# block 1

Block 1, PDN straps and rails:
Bar = 20 um. Pins as bars on the die edge. Tap cells in gray.
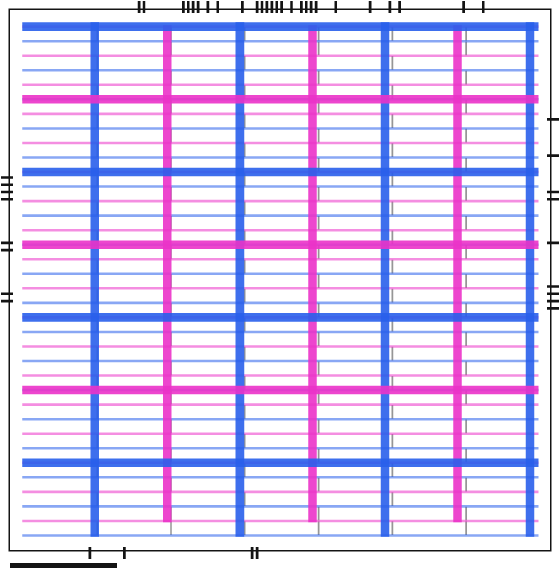
Block 1, placement by cell class:
Fill, decap, tap and diode cells in gray.
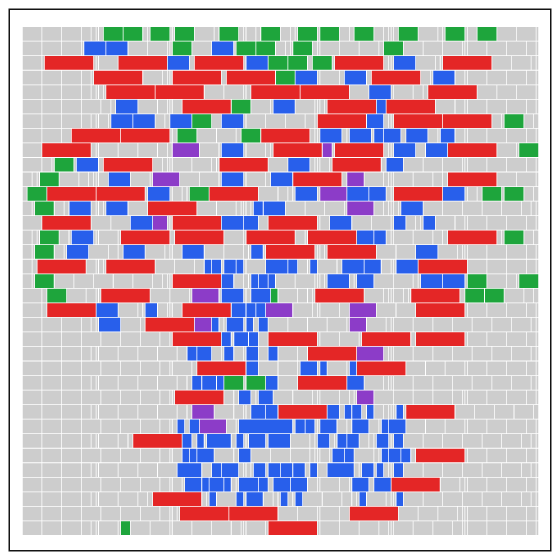
`src/rtl/spi_midi_decoder_pkg.sv`:
```
// ----------------------------------------------------------------------------
// spi_midi_decoder_pkg
//   Shared constants and types for the MIDI channel-message decoder.
//   - Status nibbles for the three supported channel messages
//   - Threshold above which a byte is a real-time message
//   - Parser FSM state type
//   - isVoiceStatus(): true for a status byte that starts a supported message
// ----------------------------------------------------------------------------
package spi_midi_decoder_pkg;

    localparam logic [3:0] NOTE_OFF     = 4'h8;
    localparam logic [3:0] NOTE_ON      = 4'h9;
    localparam logic [3:0] CC           = 4'hB;
    localparam logic [7:0] REALTIME_MIN = 8'hF8;

    typedef enum logic [1:0] {
        IDLE,
        WAIT_D1,
        WAIT_D2,
        EMIT
    } midiState_e;

    // Only Note Off, Note On and Control Change establish running status.
    function automatic logic isVoiceStatus(input logic [7:0] statusByte);
        return (statusByte[7:4] == NOTE_OFF) ||
               (statusByte[7:4] == NOTE_ON)  ||
               (statusByte[7:4] == CC);
    endfunction

endpackage

```
`src/rtl/spi_midi_decoder_if.sv`:
```
// ----------------------------------------------------------------------------
// spi_midi_decoder_if
//   Byte stream from the SPI receive stage into the MIDI decoder.
//   i_byte        : received byte
//   i_byte_valid  : one-cycle strobe, i_byte is new this cycle
//   master modport: the SPI receive stage (drives the stream)
//   slave modport : the decoder (consumes the stream)
// ----------------------------------------------------------------------------
interface spi_midi_decoder_if;

    logic [7:0] i_byte;
    logic       i_byte_valid;

    modport master (
        output i_byte,
        output i_byte_valid
    );

    modport slave (
        input i_byte,
        input i_byte_valid
    );

endinterface

```
`src/rtl/spi_midi_decoder_timeout.sv`:
```
// ----------------------------------------------------------------------------
// msg_timeout_counter
//   Saturating inter-byte timer for a partially received message.
//   clk_i      : system clock
//   rstN_i     : asynchronous active-low reset
//   clear_i    : restart the count (a byte was accepted)
//   enable_i   : count this cycle (a message is in progress)
//   expired_o  : count has reached P_TIMEOUT; stays high until cleared
// ----------------------------------------------------------------------------
module msg_timeout_counter #(
    parameter int P_TIMEOUT = 50000
) (
    input  logic clk_i,
    input  logic rstN_i,
    input  logic clear_i,
    input  logic enable_i,
    output logic expired_o
);

    localparam int CNT_W = $clog2(P_TIMEOUT + 1);
    localparam logic [CNT_W-1:0] CNT_MAX = CNT_W'(P_TIMEOUT);

    logic [CNT_W-1:0] count_q;

    // Count idle cycles while enabled; park at the limit instead of wrapping
    // so a long silence can never look like a fresh message.
    always_ff @(posedge clk_i or negedge rstN_i) begin
        if (!rstN_i) begin
            count_q <= '0;
        end else if (clear_i) begin
            count_q <= '0;
        end else if (enable_i && (count_q != CNT_MAX)) begin
            count_q <= count_q + CNT_W'(1);
        end
    end

    assign expired_o = (count_q == CNT_MAX);

endmodule

```
`src/rtl/spi_midi_decoder.sv`:
```
// ----------------------------------------------------------------------------
// spi_midi_decoder
//   Parses the SPI byte stream as MIDI channel messages (Note On, Note Off,
//   Control Change) with running status, and drives event pulses plus a mono
//   gate for the voice/envelope stages.
//   i_sys_clk / i_rst_n : system clock, asynchronous active-low reset
//   byte_if (slave)     : i_byte / i_byte_valid byte stream
//   o_note_on/o_note_off: one-cycle note event pulses
//   o_note/o_velocity   : data of the last note event
//   o_cc_valid          : one-cycle control change pulse
//   o_cc_num/o_cc_val   : data of the last control change
//   o_channel           : channel of the last emitted event
//   o_gate              : high while the most recent note-on note is held
// ----------------------------------------------------------------------------
module spi_midi_decoder
    import spi_midi_decoder_pkg::*;
#(
    parameter logic [3:0] P_CHANNEL = 4'd0,
    parameter bit         P_OMNI    = 1'b1,
    parameter int         P_TIMEOUT = 50000
) (
    input  logic                     i_sys_clk,
    input  logic                     i_rst_n,
    spi_midi_decoder_if.slave        byte_if,
    output logic                     o_note_on,
    output logic                     o_note_off,
    output logic [6:0]               o_note,
    output logic [6:0]               o_velocity,
    output logic                     o_cc_valid,
    output logic [6:0]               o_cc_num,
    output logic [6:0]               o_cc_val,
    output logic [3:0]               o_channel,
    output logic                     o_gate
);

    midiState_e state_q, state_d;
    logic [7:0] runStatus_q, runStatus_d;
    logic       runValid_q, runValid_d;
    logic [6:0] data1_q, data1_d;
    logic [6:0] gateNote_q, gateNote_d;
    logic       noteOn_q, noteOn_d;
    logic       noteOff_q, noteOff_d;
    logic [6:0] note_q, note_d;
    logic [6:0] velocity_q, velocity_d;
    logic       ccValid_q, ccValid_d;
    logic [6:0] ccNum_q, ccNum_d;
    logic [6:0] ccVal_q, ccVal_d;
    logic [3:0] channel_q, channel_d;
    logic       gate_q, gate_d;

    logic [6:0] dataByte;
    logic       isStatus;
    logic       isRealtime;
    logic       byteAccept;
    logic [3:0] msgType;
    logic [3:0] msgChan;
    logic       chanOk;
    logic       isNoteOnMsg;
    logic       isNoteOffMsg;
    logic       isCcMsg;
    logic       timeoutExpired;

    assign dataByte   = byte_if.i_byte[6:0];
    assign isStatus   = byte_if.i_byte[7];
    assign isRealtime = (byte_if.i_byte >= REALTIME_MIN);
    // Real-time bytes are invisible: they neither advance the parser nor
    // restart the inter-byte timer.
    assign byteAccept = byte_if.i_byte_valid && !isRealtime;

    assign msgType      = runStatus_q[7:4];
    assign msgChan      = runStatus_q[3:0];
    assign chanOk       = P_OMNI || (msgChan == P_CHANNEL);
    // A Note On with zero velocity is a note off by MIDI convention.
    assign isNoteOnMsg  = (msgType == NOTE_ON) && (dataByte != 7'd0);
    assign isNoteOffMsg = (msgType == NOTE_OFF) ||
                          ((msgType == NOTE_ON) && (dataByte == 7'd0));
    assign isCcMsg      = (msgType == CC);

    // The timer only runs while the second data byte is outstanding; a
    // stalled WAIT_D1 already has nothing partial to throw away.
    msg_timeout_counter #(
        .P_TIMEOUT (P_TIMEOUT)
    ) u_timeout (
        .clk_i     (i_sys_clk),
        .rstN_i    (i_rst_n),
        .clear_i   (byteAccept),
        .enable_i  (state_q == WAIT_D2),
        .expired_o (timeoutExpired)
    );

    // State and output registers. Event data is registered on the same edge
    // that strobes the second data byte, so events show up one cycle later
    // while the FSM sits in EMIT.
    always_ff @(posedge i_sys_clk or negedge i_rst_n) begin
        if (!i_rst_n) begin
            state_q     <= IDLE;
            runStatus_q <= 8'd0;
            runValid_q  <= 1'b0;
            data1_q     <= 7'd0;
            gateNote_q  <= 7'd0;
            noteOn_q    <= 1'b0;
            noteOff_q   <= 1'b0;
            note_q      <= 7'd0;
            velocity_q  <= 7'd0;
            ccValid_q   <= 1'b0;
            ccNum_q     <= 7'd0;
            ccVal_q     <= 7'd0;
            channel_q   <= 4'd0;
            gate_q      <= 1'b0;
        end else begin
            state_q     <= state_d;
            runStatus_q <= runStatus_d;
            runValid_q  <= runValid_d;
            data1_q     <= data1_d;
            gateNote_q  <= gateNote_d;
            noteOn_q    <= noteOn_d;
            noteOff_q   <= noteOff_d;
            note_q      <= note_d;
            velocity_q  <= velocity_d;
            ccValid_q   <= ccValid_d;
            ccNum_q     <= ccNum_d;
            ccVal_q     <= ccVal_d;
            channel_q   <= channel_d;
            gate_q      <= gate_d;
        end
    end

    // Parser: status bytes always take effect immediately (discarding any
    // partial message); data bytes only count once a supported running
    // status exists. EMIT behaves like WAIT_D1 for an incoming byte so that
    // back-to-back running-status messages are not lost.
    always_comb begin
        state_d     = state_q;
        runStatus_d = runStatus_q;
        runValid_d  = runValid_q;
        data1_d     = data1_q;
        gateNote_d  = gateNote_q;
        noteOn_d    = 1'b0;
        noteOff_d   = 1'b0;
        note_d      = note_q;
        velocity_d  = velocity_q;
        ccValid_d   = 1'b0;
        ccNum_d     = ccNum_q;
        ccVal_d     = ccVal_q;
        channel_d   = channel_q;
        gate_d      = gate_q;

        if (byteAccept) begin
            if (isStatus) begin
                if (isVoiceStatus(byte_if.i_byte)) begin
                    runStatus_d = byte_if.i_byte;
                    runValid_d  = 1'b1;
                    state_d     = WAIT_D1;
                end else begin
                    runValid_d  = 1'b0;
                    state_d     = IDLE;
                end
            end else if (runValid_q && (state_q != IDLE)) begin
                if (state_q == WAIT_D2) begin
                    state_d = EMIT;
                    // Filtered channels are still parsed so running status
                    // stays in step; they just produce nothing.
                    if (chanOk) begin
                        if (isNoteOnMsg) begin
                            noteOn_d   = 1'b1;
                            note_d     = data1_q;
                            velocity_d = dataByte;
                            channel_d  = msgChan;
                            gate_d     = 1'b1;
                            gateNote_d = data1_q;
                        end else if (isNoteOffMsg) begin
                            noteOff_d  = 1'b1;
                            note_d     = data1_q;
                            velocity_d = dataByte;
                            channel_d  = msgChan;
                            // Last-note priority: releasing an older note
                            // must not cut the one currently sounding.
                            if (data1_q == gateNote_q) begin
                                gate_d = 1'b0;
                            end
                        end else if (isCcMsg) begin
                            ccValid_d  = 1'b1;
                            ccNum_d    = data1_q;
                            ccVal_d    = dataByte;
                            channel_d  = msgChan;
                        end
                    end
                end else begin
                    data1_d = dataByte;
                    state_d = WAIT_D2;
                end
            end
        end else if ((state_q == EMIT) ||
                     ((state_q == WAIT_D2) && timeoutExpired)) begin
            state_d = WAIT_D1;
        end
    end

    assign o_note_on  = noteOn_q;
    assign o_note_off = noteOff_q;
    assign o_note     = note_q;
    assign o_velocity = velocity_q;
    assign o_cc_valid = ccValid_q;
    assign o_cc_num   = ccNum_q;
    assign o_cc_val   = ccVal_q;
    assign o_channel  = channel_q;
    assign o_gate     = gate_q;

endmodule
```
`src/flat_wrapper.sv`:
```
// flat-port wrapper written by rule: the top's interface ports become plain ports
module spi_midi_decoder_flat import spi_midi_decoder_pkg::*;
#(
    parameter logic [3:0] P_CHANNEL = 4'd0,
    parameter bit         P_OMNI    = 1'b1,
    parameter int         P_TIMEOUT = 50000
)
  (i_sys_clk, i_rst_n, o_note_on, o_note_off, o_note, o_velocity, o_cc_valid, o_cc_num, o_cc_val, o_channel, o_gate, byte_if_i_byte, byte_if_i_byte_valid);
  spi_midi_decoder_if byte_if_i ();
  input  logic i_sys_clk;
  input  logic i_rst_n;
  output logic o_note_on;
  output logic o_note_off;
  output logic [6:0] o_note;
  output logic [6:0] o_velocity;
  output logic o_cc_valid;
  output logic [6:0] o_cc_num;
  output logic [6:0] o_cc_val;
  output logic [3:0] o_channel;
  output logic o_gate;
  input wire logic [$bits(byte_if_i.i_byte)-1:0] byte_if_i_byte;
  input wire logic [$bits(byte_if_i.i_byte_valid)-1:0] byte_if_i_byte_valid;
  assign byte_if_i.i_byte = byte_if_i_byte;
  assign byte_if_i.i_byte_valid = byte_if_i_byte_valid;
  spi_midi_decoder #(.P_CHANNEL(P_CHANNEL), .P_OMNI(P_OMNI), .P_TIMEOUT(P_TIMEOUT)) u_core (.i_sys_clk(i_sys_clk), .i_rst_n(i_rst_n), .byte_if(byte_if_i), .o_note_on(o_note_on), .o_note_off(o_note_off), .o_note(o_note), .o_velocity(o_velocity), .o_cc_valid(o_cc_valid), .o_cc_num(o_cc_num), .o_cc_val(o_cc_val), .o_channel(o_channel), .o_gate(o_gate));
endmodule
```
`config.mk`:
```
export PLATFORM = sky130hd
export DESIGN_NAME = spi_midi_decoder_flat
export DESIGN_NICKNAME = d
export VERILOG_FILES = /design/src/rtl/spi_midi_decoder_pkg.sv /design/src/rtl/spi_midi_decoder_if.sv /design/src/rtl/spi_midi_decoder_timeout.sv /design/src/rtl/spi_midi_decoder.sv /design/src/flat_wrapper.sv
export SDC_FILE = /design/constraint.sdc
export NUM_CORES = 1
export LEC_CHECK = 0
export CORE_MARGIN = 2
export CORE_UTILIZATION = 35
export DETAILED_ROUTE_END_ITERATION = 8
export RECOVER_POWER = 50
export SETUP_SLACK_MARGIN = 0.02
export SYNTH_ARGS = -nofsm -noshare
export SYNTH_HDL_FRONTEND = slang
export SYNTH_SLANG_ARGS = --single-unit
```
`constraint.sdc`:
```
create_clock -name i_sys_clk -period 5.4 [get_ports i_sys_clk]
set_input_delay 1.08 -clock i_sys_clk [delete_from_list [all_inputs] [get_ports i_sys_clk]]
set_output_delay 1.08 -clock i_sys_clk [all_outputs]
set_load 0.02 [all_outputs]
```
==> results_slide.txt <==
Run Summary

Logic synthesis
  • Number of nets at floorplan: 267
  • Number of cell instances after yosys synthesis: 254

Placed design
  • Final GP Congestion: 0.803

Critical path
  • Crit-path max FO: 17
  • Startpoint kind of the worst setup timing path: primary input
  • R2R cell count: 5

Finish
  • Register fraction of the total cell area: 47.6%
  • Fill count: 856
  • Largest registers: u_core.u_timeout.count_q x16, u_core.runStatus_q x8
  • Commonest non-fill, non-tap cells in the layout: sky130_fd_sc_hd__dfrtp_1 (77), sky130_fd_sc_hd__mux2_2 (51), sky130_fd_sc_hd__clkdlybuf4s50_1 (43)

Final timing
  • Final Max-Slew Violation Tally: 78
  • Skew final: 0.0100 ns
  • Slew Limit Headroom: -25.9%

Power
  • Sw Pwr: 0.349 mW
  • Switching part of the total: 28.7%

Outcome
  • Status: complete, but fails checks
  • Failing checks: max-capacitance violations, max-slew violations

Detailed routing
  • Routed length per instance: 15.6 um
  • Post-detailed-route via-to-cell ratio: 5.02

Job
  • Maximum Capacitance Violations: 1

CTS
  • Number of resized instances in the post-cts repair step: 0
## Picture notes: 'PDN straps and rails' of block 1
- blue: VSS
- magenta: VDD
- rows: 35
- signal pins: 47
- met5 straps: 7
- met1 rails: 36
- met4 straps: 7
die boundary height: 101 um
worst-case vdd ir drop: 0.000135 V
die boundary width: 101 um
placeable core region: 0.00920 mm2

## Picture notes: 'placement by cell class' of block 1
- purple: clock drivers and dummy loads (cells 16; share of their area 4.7%)
- red: registers (cells 77; share of their area 49%)
- green: remaining buffers and delay cells (cells 47; share of their area 12%)
- blue: remaining logic cells (cells 171; share of their area 34%)
post-route core utilization: 44.0%
final design area excluding fillers: 0.00405 mm2
Cell Rows: 35

==> cells by family after synthesis <==
| logic type | Yosys count |
|---|---|
| AOI/OAI and AO/OA | 23 |
| xor gates and xnor gates | 18 |
| adders and majority gates | 2 |
| buffers and inverters | 15 |
| DFF | 77 |
| muxes | 51 |
| and+or+nand+nor | 68 |
==> critical path: cells and delay by family <==
kind	cells	cell delay (ns)
buf+inv	2	1.34
simple gates	3	0.87
mux	1	0.39

# block 2

`src/rtl/mux64_share_arbiter.sv`:
```
// Round-robin owner of a shared 64-bit 2:1 data path (A/B) with a bounded burst per grant.
// Grant, select and burst count are registered; data, valid and ready are combinational from them.
module mux64_share_arbiter #(
  parameter int MAX_BURST = 16,
  parameter int CW        = 8
) (
  input  logic        clk,
  input  logic        rst,
  input  logic        req_a,
  input  logic [63:0] data_a,
  output logic        gnt_a,
  output logic        rdy_a,
  input  logic        req_b,
  input  logic [63:0] data_b,
  output logic        gnt_b,
  output logic        rdy_b,
  output logic [63:0] o_data,
  output logic        o_valid,
  input  logic        o_ready,
  output logic        sel,
  output logic        busy
);

  localparam logic [1:0] IDLE  = 2'd0;
  localparam logic [1:0] OWN_A = 2'd1;
  localparam logic [1:0] OWN_B = 2'd2;

  localparam logic [CW-1:0] LAST_CNT = CW'(MAX_BURST - 1);

  logic [1:0]    state_q, state_d;
  logic          sel_q, sel_d;
  logic [CW-1:0] cnt_q, cnt_d;
  logic          last_b_q, last_b_d;

  // Handshake: a beat moves downstream in any cycle where o_valid & o_ready;
  // the owning requester sees rdy_x in that cycle and must hold data_x until then.
  always_comb begin
    state_d  = state_q;
    sel_d    = sel_q;
    cnt_d    = cnt_q;
    last_b_d = last_b_q;
    case (state_q)
      IDLE: begin
        if (req_a && (!req_b || last_b_q)) begin
          state_d = OWN_A;
          sel_d   = 1'b0;
        end else if (req_b) begin
          state_d = OWN_B;
          sel_d   = 1'b1;
        end
      end
      OWN_A: begin
        if (req_a && o_ready) cnt_d = cnt_q + 1'b1;
        if (!req_a || (o_ready && cnt_q == LAST_CNT)) begin
          cnt_d    = '0;
          last_b_d = 1'b0;
          // Direct handover saves the idle cycle; a lone requester hitting the
          // burst limit still goes through IDLE so re-arbitration is visible.
          if (req_b) begin
            state_d = OWN_B;
            sel_d   = 1'b1;
          end else begin
            state_d = IDLE;
          end
        end
      end
      OWN_B: begin
        if (req_b && o_ready) cnt_d = cnt_q + 1'b1;
        if (!req_b || (o_ready && cnt_q == LAST_CNT)) begin
          cnt_d    = '0;
          last_b_d = 1'b1;
          if (req_a) begin
            state_d = OWN_A;
            sel_d   = 1'b0;
          end else begin
            state_d = IDLE;
          end
        end
      end
      default: begin
        state_d = IDLE;
        cnt_d   = '0;
      end
    endcase
  end

  always_ff @(posedge clk or posedge rst) begin
    if (rst) begin
      state_q  <= IDLE;
      sel_q    <= 1'b0;
      cnt_q    <= '0;
      last_b_q <= 1'b1;
    end else begin
      state_q  <= state_d;
      sel_q    <= sel_d;
      cnt_q    <= cnt_d;
      last_b_q <= last_b_d;
    end
  end

  assign gnt_a   = (state_q == OWN_A);
  assign gnt_b   = (state_q == OWN_B);
  assign busy    = (state_q != IDLE);
  assign sel     = sel_q;
  assign rdy_a   = gnt_a & o_ready;
  assign rdy_b   = gnt_b & o_ready;
  assign o_valid = (gnt_a & req_a) | (gnt_b & req_b);
  assign o_data  = sel_q ? data_b : data_a;

endmodule

```
`config.mk`:
```
export PLATFORM = sky130hd
export DESIGN_NAME = mux64_share_arbiter
export DESIGN_NICKNAME = d
export VERILOG_FILES = /design/src/rtl/mux64_share_arbiter.sv
export SDC_FILE = /design/constraint.sdc
export NUM_CORES = 1
export LEC_CHECK = 0
export CAP_MARGIN = 10
export CORE_MARGIN = 2
export CORE_UTILIZATION = 26
export DETAILED_ROUTE_END_ITERATION = 8
export PLACE_DENSITY = 0.92
export SYNTH_ARGS = -nofsm -noshare
export SYNTH_HDL_FRONTEND = slang
export SYNTH_SLANG_ARGS = --single-unit
```
`constraint.sdc`:
```
create_clock -name clk -period 2.1 [get_ports clk]
set_clock_uncertainty 0.15 [all_clocks]
set_input_delay 0.315 -clock clk [delete_from_list [all_inputs] [get_ports clk]]
set_output_delay 0.315 -clock clk [all_outputs]
set_load 0.03 [all_outputs]
```
==> results_slide.txt <==
Run Summary

CTS
  • Clk pin slew, worst setup/hold paths: 0.06 ns

Critical path
  • Buffers & Inverters on Critical Path: 2
  • CP endpoint kind: primary output
  • Cells traversed along the worst timing path: buf_12 -> mux2_2 -> clkdlybuf4s15_1
  • Crit-path max FO: 26

Logic synthesis
  • Most used flip-flop cell: sky130_fd_sc_hd__dfrtp_1
  • Most used standard cells in the synthesized netlist: sky130_fd_sc_hd__mux2_2 (65), sky130_fd_sc_hd__dfrtp_1 (11), sky130_fd_sc_hd__inv_1 (11)
  • Synth top area cells: sky130_fd_sc_hd__mux2_2 (46%), sky130_fd_sc_hd__dfrtp_1 (17%), sky130_fd_sc_hd__ha_1 (3.9%)

Floorplanning
  • FP Core Util: 26.9%

Job
  • Stage-log warning count: 30

Detailed routing
  • Count of routing violations after the opening detailed-route iteration: 51
  • Post-route DRC violation count: 0

Final timing
  • Final number of setup-violating endpoints: 0
  • Slew Limit Headroom: 68.4%

Global route
  • GRT Residual Overflow: 0
  • Global-route wire length before repair: 10.8 mm

Outcome
  • Status: finished, final reports clean
## layout make-up
cell class	count	share of cell area [%]
multi-input cells	127	32.1
well taps	75	2.48
inverters	11	1.09
flip-flops and latches	12	8.01
clock buffers	4	1.19
repair buffers	217	55.2
## timing repair
item	CTS	global route
setup endpoints to repair	45	26
gates resized	44	17
pin swaps	1	0
setup buffers	1	0
cloned	0	1
hold endpoints to repair	0	0
## through the flow
stage               total power, mW  utilization, %  area [um2]
floorplan                      2.27               -        1590
detailed placement             3.62            63.5        3760
CTS                            3.68            63.5        3760
finish                         3.73            63.8        3780
global placement               3.56            63.5        3760
global route                   3.92            63.8        3780
Block 2, placement by cell class:
Fill, decap, tap and diode cells in gray.
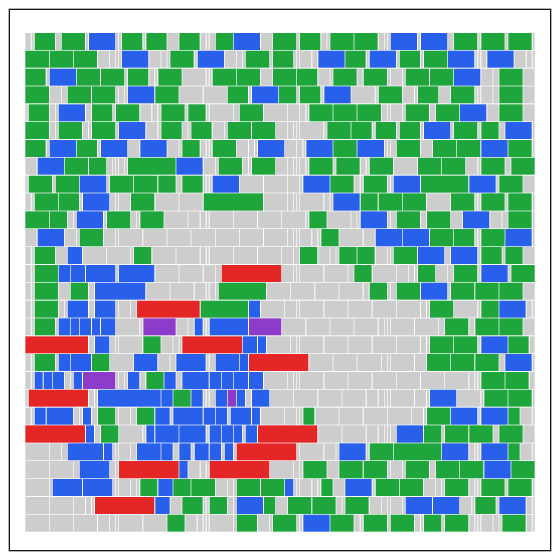
- green: remaining buffers and delay cells (cells 217; share of their area 57%)
- blue: remaining logic cells (cells 138; share of their area 34%)
- purple: clock drivers and dummy loads (cells 4; share of their area 1.2%)
- red: registers (cells 12; share of their area 8.2%)
register fraction of the total cell area: 8.01%
final design area excluding fillers: 0.00378 mm2
Cell Rows: 28
post-route core utilization: 63.8%
placeable core region: 0.00592 mm2

Block 2, PDN straps and rails:
Bar = 20 um. Pins as bars on the die edge. Tap cells in gray.
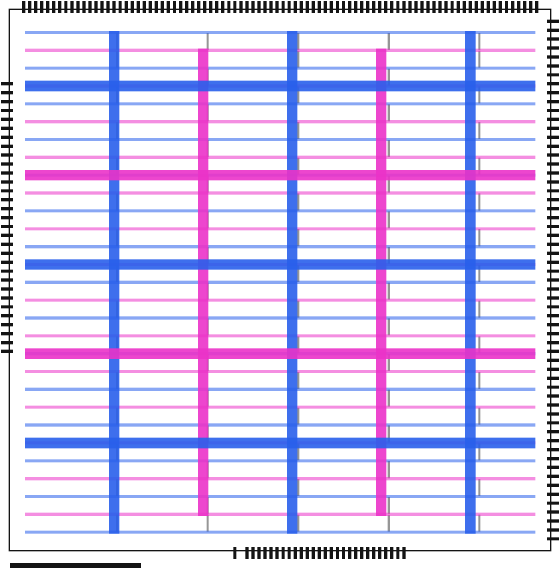
- blue: VSS
- magenta: VDD
- met4 straps: 5
- rows: 28
- met5 straps: 5
die boundary height: 82.3 um
worst-case vdd ir drop: 0.000682 V


# block 3

Block 3, PDN straps and rails:
Bar = 20 um. Pins as bars on the die edge. Tap cells in gray.
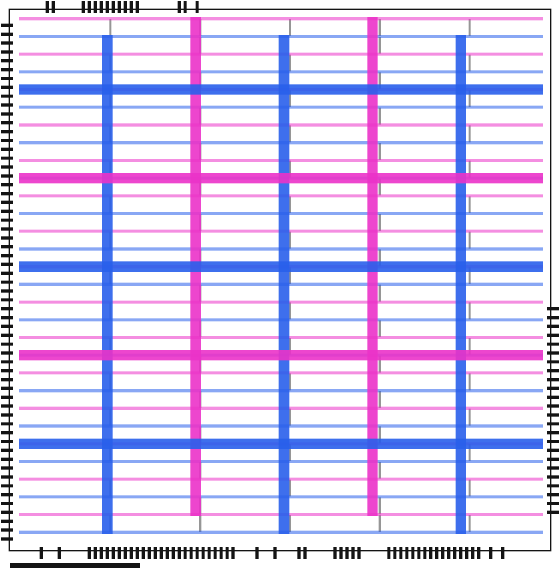
==> config.mk <==
export PLATFORM = sky130hd
export DESIGN_NAME = flash_access_sequencer
export DESIGN_NICKNAME = d
export VERILOG_FILES = /design/src/rtl/flash_access_sequencer.sv
export SDC_FILE = /design/constraint.sdc
export NUM_CORES = 1
export LEC_CHECK = 0
export ABC_AREA = 1
export ABC_CLOCK_PERIOD_IN_PS = 1700
export CORE_UTILIZATION = 39
export CTS_BUF_LIST = sky130_fd_sc_hd__clkbuf_4 sky130_fd_sc_hd__clkbuf_8
export CTS_CLUSTER_SIZE = 8
export DETAILED_ROUTE_END_ITERATION = 8
export PLACE_DENSITY_LB_ADDON = 0.08
export SYNTH_ARGS = -nofsm -noshare
export SYNTH_HDL_FRONTEND = slang
export SYNTH_SLANG_ARGS = --single-unit
==> constraint.sdc <==
create_clock -name clk -period 1.7 [get_ports clk]
set_input_delay 0.17 -clock clk [delete_from_list [all_inputs] [get_ports clk]]
set_output_delay 0.17 -clock clk [all_outputs]
set_load 0.01 [all_outputs]
==> src/rtl/flash_access_sequencer.sv <==
// Flash access sequencer: arbitrates instruction fetch, LPM byte reads and SPM fill/erase/write onto one array port.
// Optional read-while-write (NRWW fetches during an RWW erase/write) is enabled by defining FLASH_SEQ_RWW_EN.
module flash_access_sequencer #(
  parameter logic [13:0] NRWW_START   = 14'h3800,
  parameter int unsigned ERASE_CYCLES = 16,
  parameter int unsigned PROG_CYCLES  = 16
) (
  input  logic        clk,
  input  logic        nrst,
  input  logic        fetch_req,
  input  logic [13:0] fetch_adr,
  output logic        fetch_gnt,
  output logic        fetch_valid,
  output logic [15:0] fetch_data,
  input  logic        lpm_req,
  input  logic [14:0] lpm_adr,
  output logic        lpm_gnt,
  output logic        lpm_valid,
  output logic [7:0]  lpm_data,
  input  logic        spm_req,
  input  logic [1:0]  spm_op,
  input  logic [14:0] spm_adr,
  input  logic [15:0] spm_data,
  output logic        spm_gnt,
  output logic        spm_done,
  output logic        mem_rd,
  output logic        mem_fill,
  output logic        mem_erase,
  output logic        mem_prog,
  output logic [14:0] mem_adr,
  output logic [15:0] mem_wdata,
  input  logic [15:0] mem_rdata,
  output logic        rww_busy,
  output logic [2:0]  state_dbg
);

  typedef enum logic [2:0] {
    IDLE  = 3'd0,
    READ  = 3'd1,
    FILL  = 3'd2,
    ERASE = 3'd3,
    PROG  = 3'd4
  } state_t;

  localparam logic [15:0] ERASE_LOAD = 16'(ERASE_CYCLES - 1);
  localparam logic [15:0] PROG_LOAD  = 16'(PROG_CYCLES - 1);

  state_t      state_q, state_d;
  logic [15:0] cnt_q, cnt_d;
  logic [7:0]  page_q, page_d;
  logic        rww_q, rww_d;
  logic        rd_fetch_q, rd_fetch_d;
  logic        rd_lpm_q, rd_lpm_d;
  logic        byte_hi_q, byte_hi_d;
  logic        fetch_ok;

  // A fetch may overlap an erase/write only when the page being changed is RWW
  // and the fetch targets the NRWW section.
`ifdef FLASH_SEQ_RWW_EN
  assign fetch_ok = fetch_req && rww_q && (fetch_adr >= NRWW_START);
`else
  assign fetch_ok = 1'b0;
`endif

  always_ff @(posedge clk or negedge nrst) begin
    if (!nrst) begin
      state_q    <= IDLE;
      cnt_q      <= '0;
      page_q     <= '0;
      rww_q      <= 1'b0;
      rd_fetch_q <= 1'b0;
      rd_lpm_q   <= 1'b0;
      byte_hi_q  <= 1'b0;
    end else begin
      state_q    <= state_d;
      cnt_q      <= cnt_d;
      page_q     <= page_d;
      rww_q      <= rww_d;
      rd_fetch_q <= rd_fetch_d;
      rd_lpm_q   <= rd_lpm_d;
      byte_hi_q  <= byte_hi_d;
    end
  end

  // Handshake: a requester holds req (with its address/data) until it sees gnt
  // in the same cycle; gnt is combinational, a dropped req is simply forgotten,
  // and the read result arrives as a one-cycle valid strobe the cycle after gnt.
  always_comb begin
    state_d    = state_q;
    cnt_d      = cnt_q;
    page_d     = page_q;
    rww_d      = rww_q;
    rd_fetch_d = 1'b0;
    rd_lpm_d   = 1'b0;
    byte_hi_d  = byte_hi_q;
    fetch_gnt  = 1'b0;
    lpm_gnt    = 1'b0;
    spm_gnt    = 1'b0;
    mem_rd     = 1'b0;
    mem_fill   = 1'b0;
    mem_erase  = 1'b0;
    mem_prog   = 1'b0;
    mem_adr    = '0;
    mem_wdata  = '0;
    case (state_q)
      IDLE: begin
        if (nrst) begin
          if (spm_req) begin
            spm_gnt = 1'b1;
            page_d  = spm_adr[14:7];
            rww_d   = ({spm_adr[14:7], 6'b0} < NRWW_START);
            case (spm_op)
              2'b00: begin
                mem_fill  = 1'b1;
                mem_adr   = spm_adr;
                mem_wdata = spm_data;
                state_d   = FILL;
              end
              2'b01: begin
                mem_adr = {spm_adr[14:7], 7'b0};
                cnt_d   = ERASE_LOAD;
                state_d = ERASE;
              end
              2'b10: begin
                mem_adr = {spm_adr[14:7], 7'b0};
                cnt_d   = PROG_LOAD;
                state_d = PROG;
              end
              default: state_d = FILL;
            endcase
          end else if (lpm_req) begin
            lpm_gnt   = 1'b1;
            mem_rd    = 1'b1;
            mem_adr   = {lpm_adr[14:1], 1'b0};
            rd_lpm_d  = 1'b1;
            byte_hi_d = lpm_adr[0];
            state_d   = READ;
          end else if (fetch_req) begin
            fetch_gnt  = 1'b1;
            mem_rd     = 1'b1;
            mem_adr    = {fetch_adr, 1'b0};
            rd_fetch_d = 1'b1;
            state_d    = READ;
          end
        end
      end
      READ: state_d = IDLE;
      // FILL is the single completion cycle shared by fill, reserved op and erase/write.
      FILL: state_d = IDLE;
      ERASE, PROG: begin
        mem_erase = (state_q == ERASE);
        mem_prog  = (state_q == PROG);
        mem_adr   = {page_q, 7'b0};
        if (fetch_ok) begin
          fetch_gnt  = 1'b1;
          mem_rd     = 1'b1;
          mem_adr    = {fetch_adr, 1'b0};
          rd_fetch_d = 1'b1;
        end
        if (cnt_q == 16'd0) begin
          state_d = FILL;
        end else begin
          cnt_d = cnt_q - 16'd1;
        end
      end
      default: state_d = IDLE;
    endcase
  end

  assign fetch_valid = rd_fetch_q;
  assign fetch_data  = rd_fetch_q ? mem_rdata : 16'h0000;
  assign lpm_valid   = rd_lpm_q;
  assign lpm_data    = rd_lpm_q ? (byte_hi_q ? mem_rdata[15:8] : mem_rdata[7:0]) : 8'h00;
  assign spm_done    = (state_q == FILL);
  assign rww_busy    = ((state_q == ERASE) || (state_q == PROG)) && rww_q;
  assign state_dbg   = state_q;

endmodule

==> results_slide.txt <==
Run Summary

Outcome
  • Status: complete, but fails checks
  • Failing checks: negative setup slack

Logic synthesis
  • Register area share after synthesis: 30.4%
  • Most used flip-flop cell: sky130_fd_sc_hd__dfrtp_1

Final timing
  • Skew final: 0.0105 ns
  • Final number of setup-violating endpoints: 33
  • Final Worst Setup Slack: -0.110 ns
  • Worst-margin pin slew: 0.364 ns

CTS
  • Number of buffers added by the clock tree synthesis step: 5

Detailed routing
  • Via count of the routed design: 3,723
  • Number of nets still failing antenna checks after routing: 0

Critical path
  • Worst setup path start: state_dbg[1]

Finish
  • Final design area excluding fillers: 0.00520 mm2
  • Area taken by flip-flops and latches: 777 um2
  • Non-clock buffering overhead in the final layout: 42.2%

Global route
  • GRT Residual Overflow: 0
  • Met3 layer usage reported by global route: 6.06%
  • Vias in the first global route: 3,514

Job
  • Stage-log warning count: 32
Notes on 'PDN straps and rails' of block 3 above:
- blue: VSS
- magenta: VDD
- met1 rails: 30
- tap cells: 77
- met5 straps: 5
- rows: 29
- met4 straps: 5
worst-case vdd ir drop: 0.000653 V
die boundary width: 82.9 um

per-layer routing:
layer | vias to the layer above | routed length (um)
met1 | 1706 | 3940
met2 | 202 | 5660
met3 | 41 | 804
met5 | - | 0
met4 | 0 | 432
li1 | 1774 | -
final timing paths:
path	endpoint	slack, ns	cells after the start
max in group asynchronous	lpm_valid	1.26	2
min reg2reg	page_q[4]	0.50	2
min	page_q[2]	0.01	2
min in group clk	state_dbg[2]	0.39	3
max reg2reg	fetch_valid	-0.04	13
max	mem_adr[6]	-0.11	10

# block 4

Block 4, placement by cell class:
Fill, decap, tap and diode cells in gray.
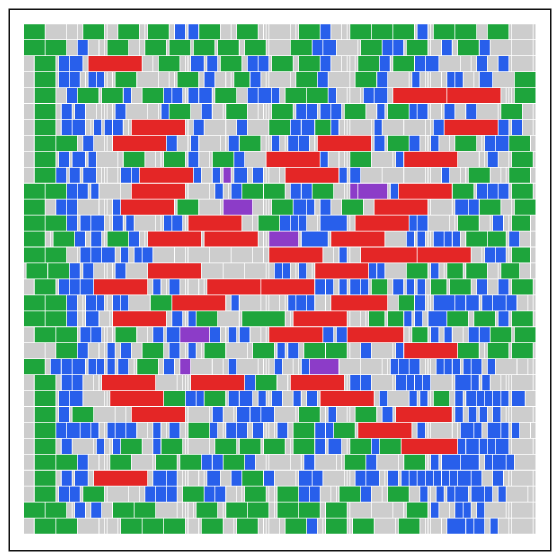
Block 4, cell placement:
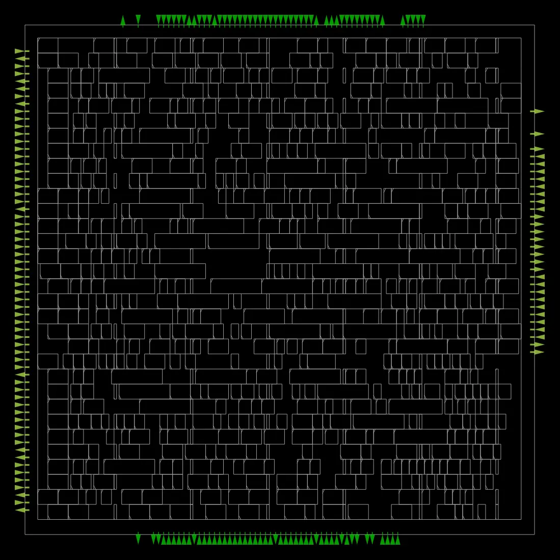
===== src/rtl/buffer_rr_arbiter_pkg.sv =====
// Shared defaults, FSM state type and width helpers for the buffer round-robin arbiter.
// Widths are derived with clog2 so every user sizes index and counter fields the same way.
package buffer_rr_arbiter_pkg;

  localparam int NUM_CH_DEF    = 4;
  localparam int DATA_W_DEF    = 35;
  localparam int MAX_BURST_DEF = 4;

  // A single channel still needs a one-bit index field.
  function automatic int idx_w(input int n);
    return (n > 1) ? $clog2(n) : 1;
  endfunction

  // Counter must hold MAX_BURST itself, not just MAX_BURST-1.
  function automatic int cnt_w(input int max_burst);
    return (max_burst > 0) ? $clog2(max_burst + 1) : 1;
  endfunction

  localparam int CH_IDX_W_DEF    = idx_w(NUM_CH_DEF);
  localparam int BURST_CNT_W_DEF = cnt_w(MAX_BURST_DEF);

  typedef enum logic {
    IDLE  = 1'b0,
    BURST = 1'b1
  } arb_state_t;

endpackage


===== src/rtl/buffer_rr_arbiter_rr_pick.sv =====
// Rotate-priority selector: first requesting channel after last_grant, wrapping around.
// Purely combinational; no backpressure, pick_vld is 0 when nothing requests.
module rr_pick
  import buffer_rr_arbiter_pkg::*;
#(
  parameter int NUM_CH = NUM_CH_DEF,
  parameter int IDX_W  = idx_w(NUM_CH)
) (
  input  logic [NUM_CH-1:0] req,
  input  logic [IDX_W-1:0]  last_grant,
  output logic              pick_vld,
  output logic [IDX_W-1:0]  pick_idx
);

  // Walk offsets from farthest to nearest so the nearest hit is written last and wins.
  always_comb begin
    pick_vld = 1'b0;
    pick_idx = '0;
    for (int i = NUM_CH; i >= 1; i--) begin
      if (req[(int'(last_grant) + i) % NUM_CH]) begin
        pick_vld = 1'b1;
        pick_idx = IDX_W'((int'(last_grant) + i) % NUM_CH);
      end
    end
  end

endmodule


===== src/rtl/buffer_rr_arbiter.sv =====
// Round-robin drain of NUM_CH buffers into one registered slot; 1-cycle arbitration, then 1 word/cycle.
// Stalls with no ack while the slot is full and not taken; a burst ends at MAX_BURST words or an empty channel.
module buffer_rr_arbiter
  import buffer_rr_arbiter_pkg::*;
#(
  parameter int NUM_CH    = NUM_CH_DEF,
  parameter int DATA_W    = DATA_W_DEF,
  parameter int MAX_BURST = MAX_BURST_DEF,
  localparam int IDX_W    = idx_w(NUM_CH),
  localparam int CNT_W    = cnt_w(MAX_BURST)
) (
  input  logic                     clk,
  input  logic                     reset,
  input  logic [NUM_CH-1:0]        req_empty,
  input  logic [NUM_CH*DATA_W-1:0] req_data,
  output logic [NUM_CH-1:0]        req_ack,
  output logic [DATA_W-1:0]        out_data,
  output logic                     out_empty,
  input  logic                     out_take,
  output logic                     writing,
  output logic [IDX_W-1:0]         grant_id,
  output logic                     busy
);

  arb_state_t        state_q;
  arb_state_t        state_d;
  logic [IDX_W-1:0]  grant_d;
  logic [IDX_W-1:0]  last_grant_q;
  logic [IDX_W-1:0]  last_grant_d;
  logic [CNT_W-1:0]  burst_cnt_q;
  logic [CNT_W-1:0]  burst_cnt_d;
  logic [CNT_W-1:0]  burst_cnt_inc;
  logic [DATA_W-1:0] ch_word [NUM_CH];
  logic              slot_free;
  logic              gnt_vld;
  logic              capture;
  logic              burst_done;
  logic              pick_vld;
  logic [IDX_W-1:0]  pick_idx;

  always_comb begin
    for (int c = 0; c < NUM_CH; c++) begin
      ch_word[c] = req_data[c*DATA_W +: DATA_W];
    end
  end

  // A word leaving this edge frees the slot for a new word on the same edge.
  assign slot_free     = out_empty | out_take;
  assign gnt_vld       = ~req_empty[grant_id];
  assign capture       = (state_q == BURST) & slot_free & gnt_vld;
  assign burst_cnt_inc = burst_cnt_q + CNT_W'(1);
  assign burst_done    = (burst_cnt_inc == CNT_W'(MAX_BURST));
  assign busy          = (state_q != IDLE);

  rr_pick #(
    .NUM_CH (NUM_CH),
    .IDX_W  (IDX_W)
  ) u_rr_pick (
    .req        (~req_empty),
    .last_grant (last_grant_q),
    .pick_vld   (pick_vld),
    .pick_idx   (pick_idx)
  );

  always_comb begin
    state_d      = state_q;
    grant_d      = grant_id;
    last_grant_d = last_grant_q;
    burst_cnt_d  = burst_cnt_q;
    req_ack      = '0;
    case (state_q)
      IDLE: begin
        if (pick_vld) begin
          state_d     = BURST;
          grant_d     = pick_idx;
          burst_cnt_d = '0;
        end
      end
      BURST: begin
        if (capture) begin
          req_ack[grant_id] = 1'b1;
          burst_cnt_d       = burst_cnt_inc;
          if (burst_done) begin
            state_d      = IDLE;
            last_grant_d = grant_id;
          end
        end else if (!gnt_vld) begin
          // Granted channel ran dry: hand priority on even if the slot was blocked.
          state_d      = IDLE;
          last_grant_d = grant_id;
        end
      end
      default: begin
        state_d = IDLE;
      end
    endcase
  end

  always_ff @(posedge clk or posedge reset) begin
    if (reset) begin
      state_q      <= IDLE;
      grant_id     <= '0;
      last_grant_q <= IDX_W'(NUM_CH - 1);
      burst_cnt_q  <= '0;
    end else begin
      state_q      <= state_d;
      grant_id     <= grant_d;
      last_grant_q <= last_grant_d;
      burst_cnt_q  <= burst_cnt_d;
    end
  end

  always_ff @(posedge clk or posedge reset) begin
    if (reset) begin
      out_data  <= '0;
      out_empty <= 1'b1;
      writing   <= 1'b0;
    end else begin
      writing <= capture;
      if (capture) begin
        out_data  <= ch_word[grant_id];
        out_empty <= 1'b0;
      end else if (out_take && !out_empty) begin
        out_data  <= '0;
        out_empty <= 1'b1;
      end
    end
  end

endmodule


===== config.mk =====
export PLATFORM = sky130hd
export DESIGN_NAME = buffer_rr_arbiter
export DESIGN_NICKNAME = d
export VERILOG_FILES = /design/src/rtl/buffer_rr_arbiter_pkg.sv /design/src/rtl/buffer_rr_arbiter_rr_pick.sv /design/src/rtl/buffer_rr_arbiter.sv
export SDC_FILE = /design/constraint.sdc
export NUM_CORES = 1
export LEC_CHECK = 0
export ABC_AREA = 1
export ABC_CLOCK_PERIOD_IN_PS = 2500
export CORE_MARGIN = 2
export CORE_UTILIZATION = 41
export DETAILED_ROUTE_END_ITERATION = 7
export GPL_TIMING_DRIVEN = 1
export PLACE_DENSITY_LB_ADDON = 0.08
export SYNTH_ARGS = -nofsm -noshare
export SYNTH_HDL_FRONTEND = slang
export SYNTH_HIERARCHICAL = 1
export SYNTH_SLANG_ARGS = --single-unit

===== constraint.sdc =====
create_clock -name clk -period 2.5 [get_ports clk]
set_input_delay 0.5 -clock clk [delete_from_list [all_inputs] [get_ports clk]]
set_output_delay 0.5 -clock clk [all_outputs]
set_load 0.02 [all_outputs]

==> results_slide.txt <==
Run Summary

Outcome
  • Status: finished, final reports clean

Logic synthesis
  • Number of nets at floorplan: 626
  • Portion of synthesized cell area occupied by the leading cell type: 33.0%
  • Mapped Avg Cell Area: 6.67 um2

Finish
  • Net count of the finished layout: 790
  • Dominant class by area: non-clock buffers

Global route
  • Global-route wire length before repair: 17.3 mm
  • Global-route total usage across every layer: 25.1%

Critical path
  • Category of the critical setup timing path: in -> out
  • Cells traversed along the worst timing path: clkdlybuf4s50_1 -> inv_1 -> a21oi_2 -> nand3_2 -> nor3_1 -> dlygate4sd2_1
  • Crit-path max FO: 5
  • Startpoint kind of the worst setup timing path: primary input
  • Capture instance of the worst register-to-register path: out_data[14]

CTS
  • CTS sink cnt: 45
  • Number of buffers added by the clock tree synthesis step: 5

Detailed routing
  • Length of the first detailed-routing pass in iterations: 4

Min path
  • Worst Hold Path EP: out_data[9]

Power
  • Power per standard cell area: 1060 mW/mm2

Floorplanning
  • FP Core Util: 41.8%
## Picture notes: 'placement by cell class' of block 4
- blue: remaining logic cells (cells 388; share of their area 37%)
- purple: clock drivers and dummy loads (cells 8; share of their area 1.6%)
- green: remaining buffers and delay cells (cells 201; share of their area 39%)
- red: registers (cells 45; share of their area 22%)
post-route core utilization: 68.2%
register fraction of the total cell area: 21.8%
placeable core region: 0.00761 mm2
Cell Rows: 32

## Picture notes: 'cell placement' of block 4
inserted tap cell count: 102
fill count: 696
Finished Layout Cells: 744

-- power by group --
part	switching [mW]	internal, mW	leakage [nW]
registers	0.217	1.06	0.570
logic	2.33	1.45	1.73
clock network	0.241	0.197	0.0422
total	2.79	2.70	2.34
-- sequential cells by signal, indices dropped and copies added, names as in the netlist --
name	cells
grant_id	2
out_data	35
burst_cnt_q	3
last_grant_q	2
busy	1
writing	1
out_empty	1

# block 5

`config.mk`:
```
export PLATFORM = sky130hd
export DESIGN_NAME = shift_register_cache_feeder
export DESIGN_NICKNAME = d
export VERILOG_FILES = /design/src/rtl/shift_register_cache_feeder.sv
export SDC_FILE = /design/constraint.sdc
export NUM_CORES = 1
export LEC_CHECK = 0
export CAP_MARGIN = 20
export CORE_ASPECT_RATIO = 0.6
export CORE_MARGIN = 3
export CORE_UTILIZATION = 50
export DETAILED_ROUTE_END_ITERATION = 16
export PLACE_DENSITY = 0.77
export SLEW_MARGIN = 20
export SYNTH_ARGS = -nofsm -noshare
export SYNTH_HDL_FRONTEND = slang
export SYNTH_SLANG_ARGS = --single-unit
export TNS_END_PERCENT = 50
```
`constraint.sdc`:
```
create_clock -name system_clk -period 2.8 [get_ports system_clk]
set_input_delay 0.84 -clock system_clk [delete_from_list [all_inputs] [get_ports system_clk]]
set_output_delay 0.84 -clock system_clk [all_outputs]
set_load 0.005 [all_outputs]
```
`src/rtl/shift_register_cache_feeder.sv`:
```
// shift_register_cache_feeder
// Producer side of the RAM-based convolution shift-register cache. Accepts an
// upstream two-feature beat stream and writes each frame into the cache one
// write per beat in raster order, optionally wrapped in the one-pixel zero
// border needed by a 3x3 stride-1 pad-1 convolution.
// Build option: define FEEDER_PADDING_EN to emit the zero border; without it
// the frame is data writes only and shift_size equals the row width.
`ifndef FEATURE_WIDTH
`define FEATURE_WIDTH 8
`endif

module shift_register_cache_feeder #(
  parameter int unsigned FEATURE_WIDTH = `FEATURE_WIDTH
) (
  input  logic                       system_clk,
  input  logic                       rst,
  input  logic                       start,
  input  logic [9:0]                 cfg_row_size,
  input  logic [9:0]                 cfg_col_size,
  input  logic                       in_valid,
  input  logic [2*FEATURE_WIDTH-1:0] in_data,
  output logic                       in_ready,
  output logic                       wr_en,
  output logic [2*FEATURE_WIDTH-1:0] wr_data,
  output logic [9:0]                 shift_size,
  output logic                       busy,
  output logic                       frame_done,
  output logic                       cfg_err
);

  localparam logic [2:0] IDLE   = 3'd0;
  localparam logic [2:0] TOP    = 3'd1;
  localparam logic [2:0] LEFT   = 3'd2;
  localparam logic [2:0] DATA   = 3'd3;
  localparam logic [2:0] RIGHT  = 3'd4;
  localparam logic [2:0] BOTTOM = 3'd5;
  localparam logic [2:0] DONE   = 3'd6;

  logic [2:0] state_q;
  logic [9:0] r_q;
  logic [9:0] c_q;
  logic [9:0] x_q;
  logic [9:0] y_q;

  logic       cfg_ok;
  logic [9:0] r_last;
  logic [9:0] r_pad_last;
  logic [9:0] c_last;

  // Config legality and last-index compares derived from the latched frame size
  always_comb begin
    cfg_ok     = (cfg_row_size != '0) && (cfg_col_size != '0);
    r_last     = r_q - 10'd1;
    r_pad_last = r_q + 10'd1;
    c_last     = c_q - 10'd1;
  end

  // Handshake and status decoded from the state register only
  always_comb begin
    in_ready = (state_q == DATA);
    busy     = (state_q != IDLE);
  end

  // Frame sequencer with registered write port and status pulses.
  // The pad states are coded in both builds; without FEEDER_PADDING_EN no
  // transition leads into them, so they are unreachable.
  always_ff @(posedge system_clk) begin
    if (rst) begin
      state_q    <= IDLE;
      r_q        <= '0;
      c_q        <= '0;
      x_q        <= '0;
      y_q        <= '0;
      shift_size <= '0;
      wr_en      <= 1'b0;
      wr_data    <= '0;
      frame_done <= 1'b0;
      cfg_err    <= 1'b0;
    end else begin
      wr_en      <= 1'b0;
      frame_done <= 1'b0;
      cfg_err    <= 1'b0;
      case (state_q)
        IDLE: begin
          if (start) begin
            if (cfg_ok) begin
              r_q <= cfg_row_size;
              c_q <= cfg_col_size;
              x_q <= '0;
              y_q <= '0;
`ifdef FEEDER_PADDING_EN
              shift_size <= cfg_row_size + 10'd2;
              state_q    <= TOP;
`else
              shift_size <= cfg_row_size;
              state_q    <= DATA;
`endif
            end else begin
              cfg_err <= 1'b1;
            end
          end
        end
        TOP: begin
          wr_en   <= 1'b1;
          wr_data <= '0;
          if (x_q == r_pad_last) begin
            x_q     <= '0;
            state_q <= LEFT;
          end else begin
            x_q <= x_q + 10'd1;
          end
        end
        LEFT: begin
          wr_en   <= 1'b1;
          wr_data <= '0;
          x_q     <= '0;
          state_q <= DATA;
        end
        DATA: begin
          if (in_valid) begin
            wr_en   <= 1'b1;
            wr_data <= in_data;
            if (x_q == r_last) begin
              x_q <= '0;
`ifdef FEEDER_PADDING_EN
              state_q <= RIGHT;
`else
              if (y_q == c_last) begin
                state_q <= DONE;
              end else begin
                y_q <= y_q + 10'd1;
              end
`endif
            end else begin
              x_q <= x_q + 10'd1;
            end
          end
        end
        RIGHT: begin
          wr_en   <= 1'b1;
          wr_data <= '0;
          x_q     <= '0;
          if (y_q == c_last) begin
            state_q <= BOTTOM;
          end else begin
            y_q     <= y_q + 10'd1;
            state_q <= LEFT;
          end
        end
        BOTTOM: begin
          wr_en   <= 1'b1;
          wr_data <= '0;
          if (x_q == r_pad_last) begin
            x_q     <= '0;
            state_q <= DONE;
          end else begin
            x_q <= x_q + 10'd1;
          end
        end
        DONE: begin
          frame_done <= 1'b1;
          state_q    <= IDLE;
        end
        default: begin
          state_q <= IDLE;
        end
      endcase
    end
  end

endmodule

```
Block 5, port wiring:
Bar = 20 um.
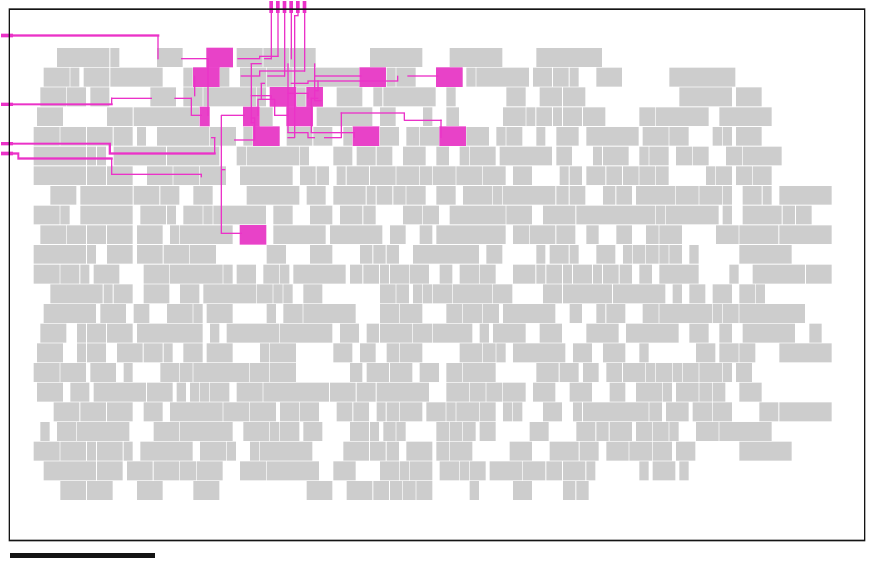
- magenta: cfg_col_size (bits 10; direction input; edge 6 top, 4 left; end cells 13; wire 338 um)
number of top-level pins: 71
number of input and output port buffers inserted: 70

Block 5, signal metal coverage by tile:
The die is cut into 24 by 15 equal tiles; dark blue is low, red is high, scaled to the fullest tile. Values are wire area over tile area, all layers added.
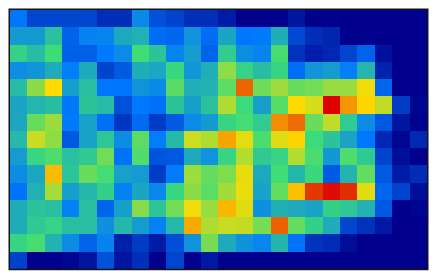
- fullest tile: 0.64
- emptiest ninth of the die: top right
- mean over tiles: 0.21
global-route total usage across every layer: 25.9%
routed length per instance: 16.8 um
aggregate routed wire length: 10.8 mm
via count of the routed design: 3,791

Block 5, cell placement:
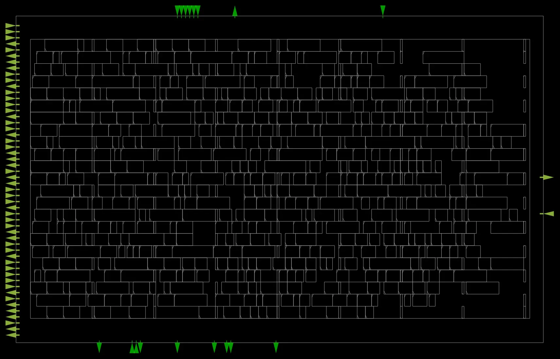
inserted tap cell count: 100
register fraction of the total cell area: 24.7%
Seq Cell Count: 62

per-stage QoR:
stage               power, mW  instance area, um2  hold slack, ns  setup TNS, ns
floorplan                1.36                3760           0.455              0
global placement         1.59                4730           0.477          -5.63
detailed placement       1.61                4740           0.492          -2.73
CTS                      2.70                5020           0.503              0
global route             2.82                5040           0.534              0
finish                   2.71                5040           0.503              0
tightest hold or removal path, stage by stage (launching register included):
cell	delay [ns]
sky130_fd_sc_hd__dfxtp_1	0.32
sky130_fd_sc_hd__a22oi_1	0.06
sky130_fd_sc_hd__nor2_1	0.08
==> results_slide.txt <==
Run Summary

Logic synthesis
  • Most used standard cells in the synthesized netlist: sky130_fd_sc_hd__dfxtp_1 (62), sky130_fd_sc_hd__nor2_1 (57), sky130_fd_sc_hd__nand2_1 (27)
  • Mapped Avg Cell Area: 8.27 um2
  • Adder and majority cell fraction of the synthesized area: 1.66%
  • Register area share after synthesis: 33.0%
  • Area of the mapped netlist: 0.00376 mm2

Global route
  • GRT Residual Overflow: 0
  • Pin count of the biggest net entering global routing: 35
  • GR met2 Demand/Resource: 35.0%

Critical path
  • CP Data Arrival Time: 2.94 ns
  • Capture point of the critical path: y_q[6]

Outcome
  • Status: finished, final reports clean

Placed design
  • Post-placement cell count: 630

Detailed routing
  • Count of routing violations after the opening detailed-route iteration: 325

Power
  • Biggest consumer: clock

Finish
  • Finished Layout Cells: 646

CTS
  • Deepest level of the CTS H-tree: 3
  • Post-cts hold buffer count: 0

Min path
  • WHS Path Cells: 2

Final timing
  • Final Worst Setup Slack: 0.112 ns


==> gallery <==
Signal metal coverage by tile.
picture 1
The die is cut into 16 by 16 equal tiles; dark blue is low, red is high, scaled to the fullest tile. Values are wire area over tile area, all layers added.
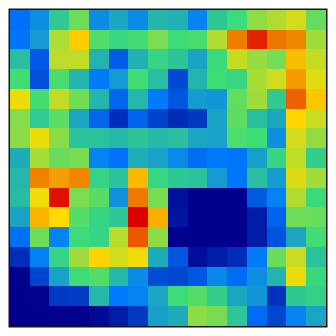
picture 2
The die is cut into 17 by 17 equal tiles; dark blue is low, red is high, scaled to the fullest tile. Values are wire area over tile area, all layers added.
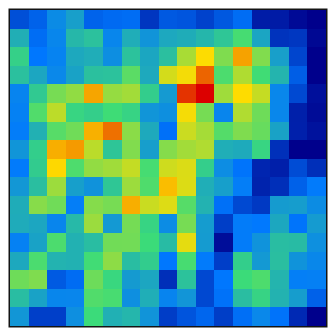
picture 3
The die is cut into 20 by 20 equal tiles; dark blue is low, red is high, scaled to the fullest tile. Values are wire area over tile area, all layers added.
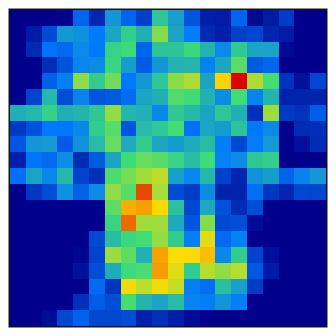
picture 4
The die is cut into 18 by 18 equal tiles; dark blue is low, red is high, scaled to the fullest tile. Values are wire area over tile area, all layers added.
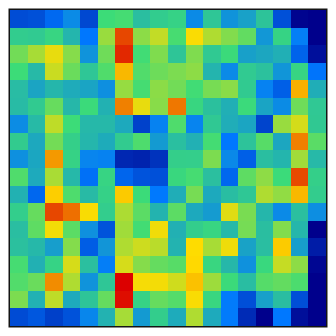
picture 3: block 1
picture 1: block 2
picture 2: block 3
picture 4: block 4

Key to picture 2:
- mean over tiles: 0.26
- fullest tile: 0.67
- densest ninth of the die: middle

Power and IR drop assume default switching activity.
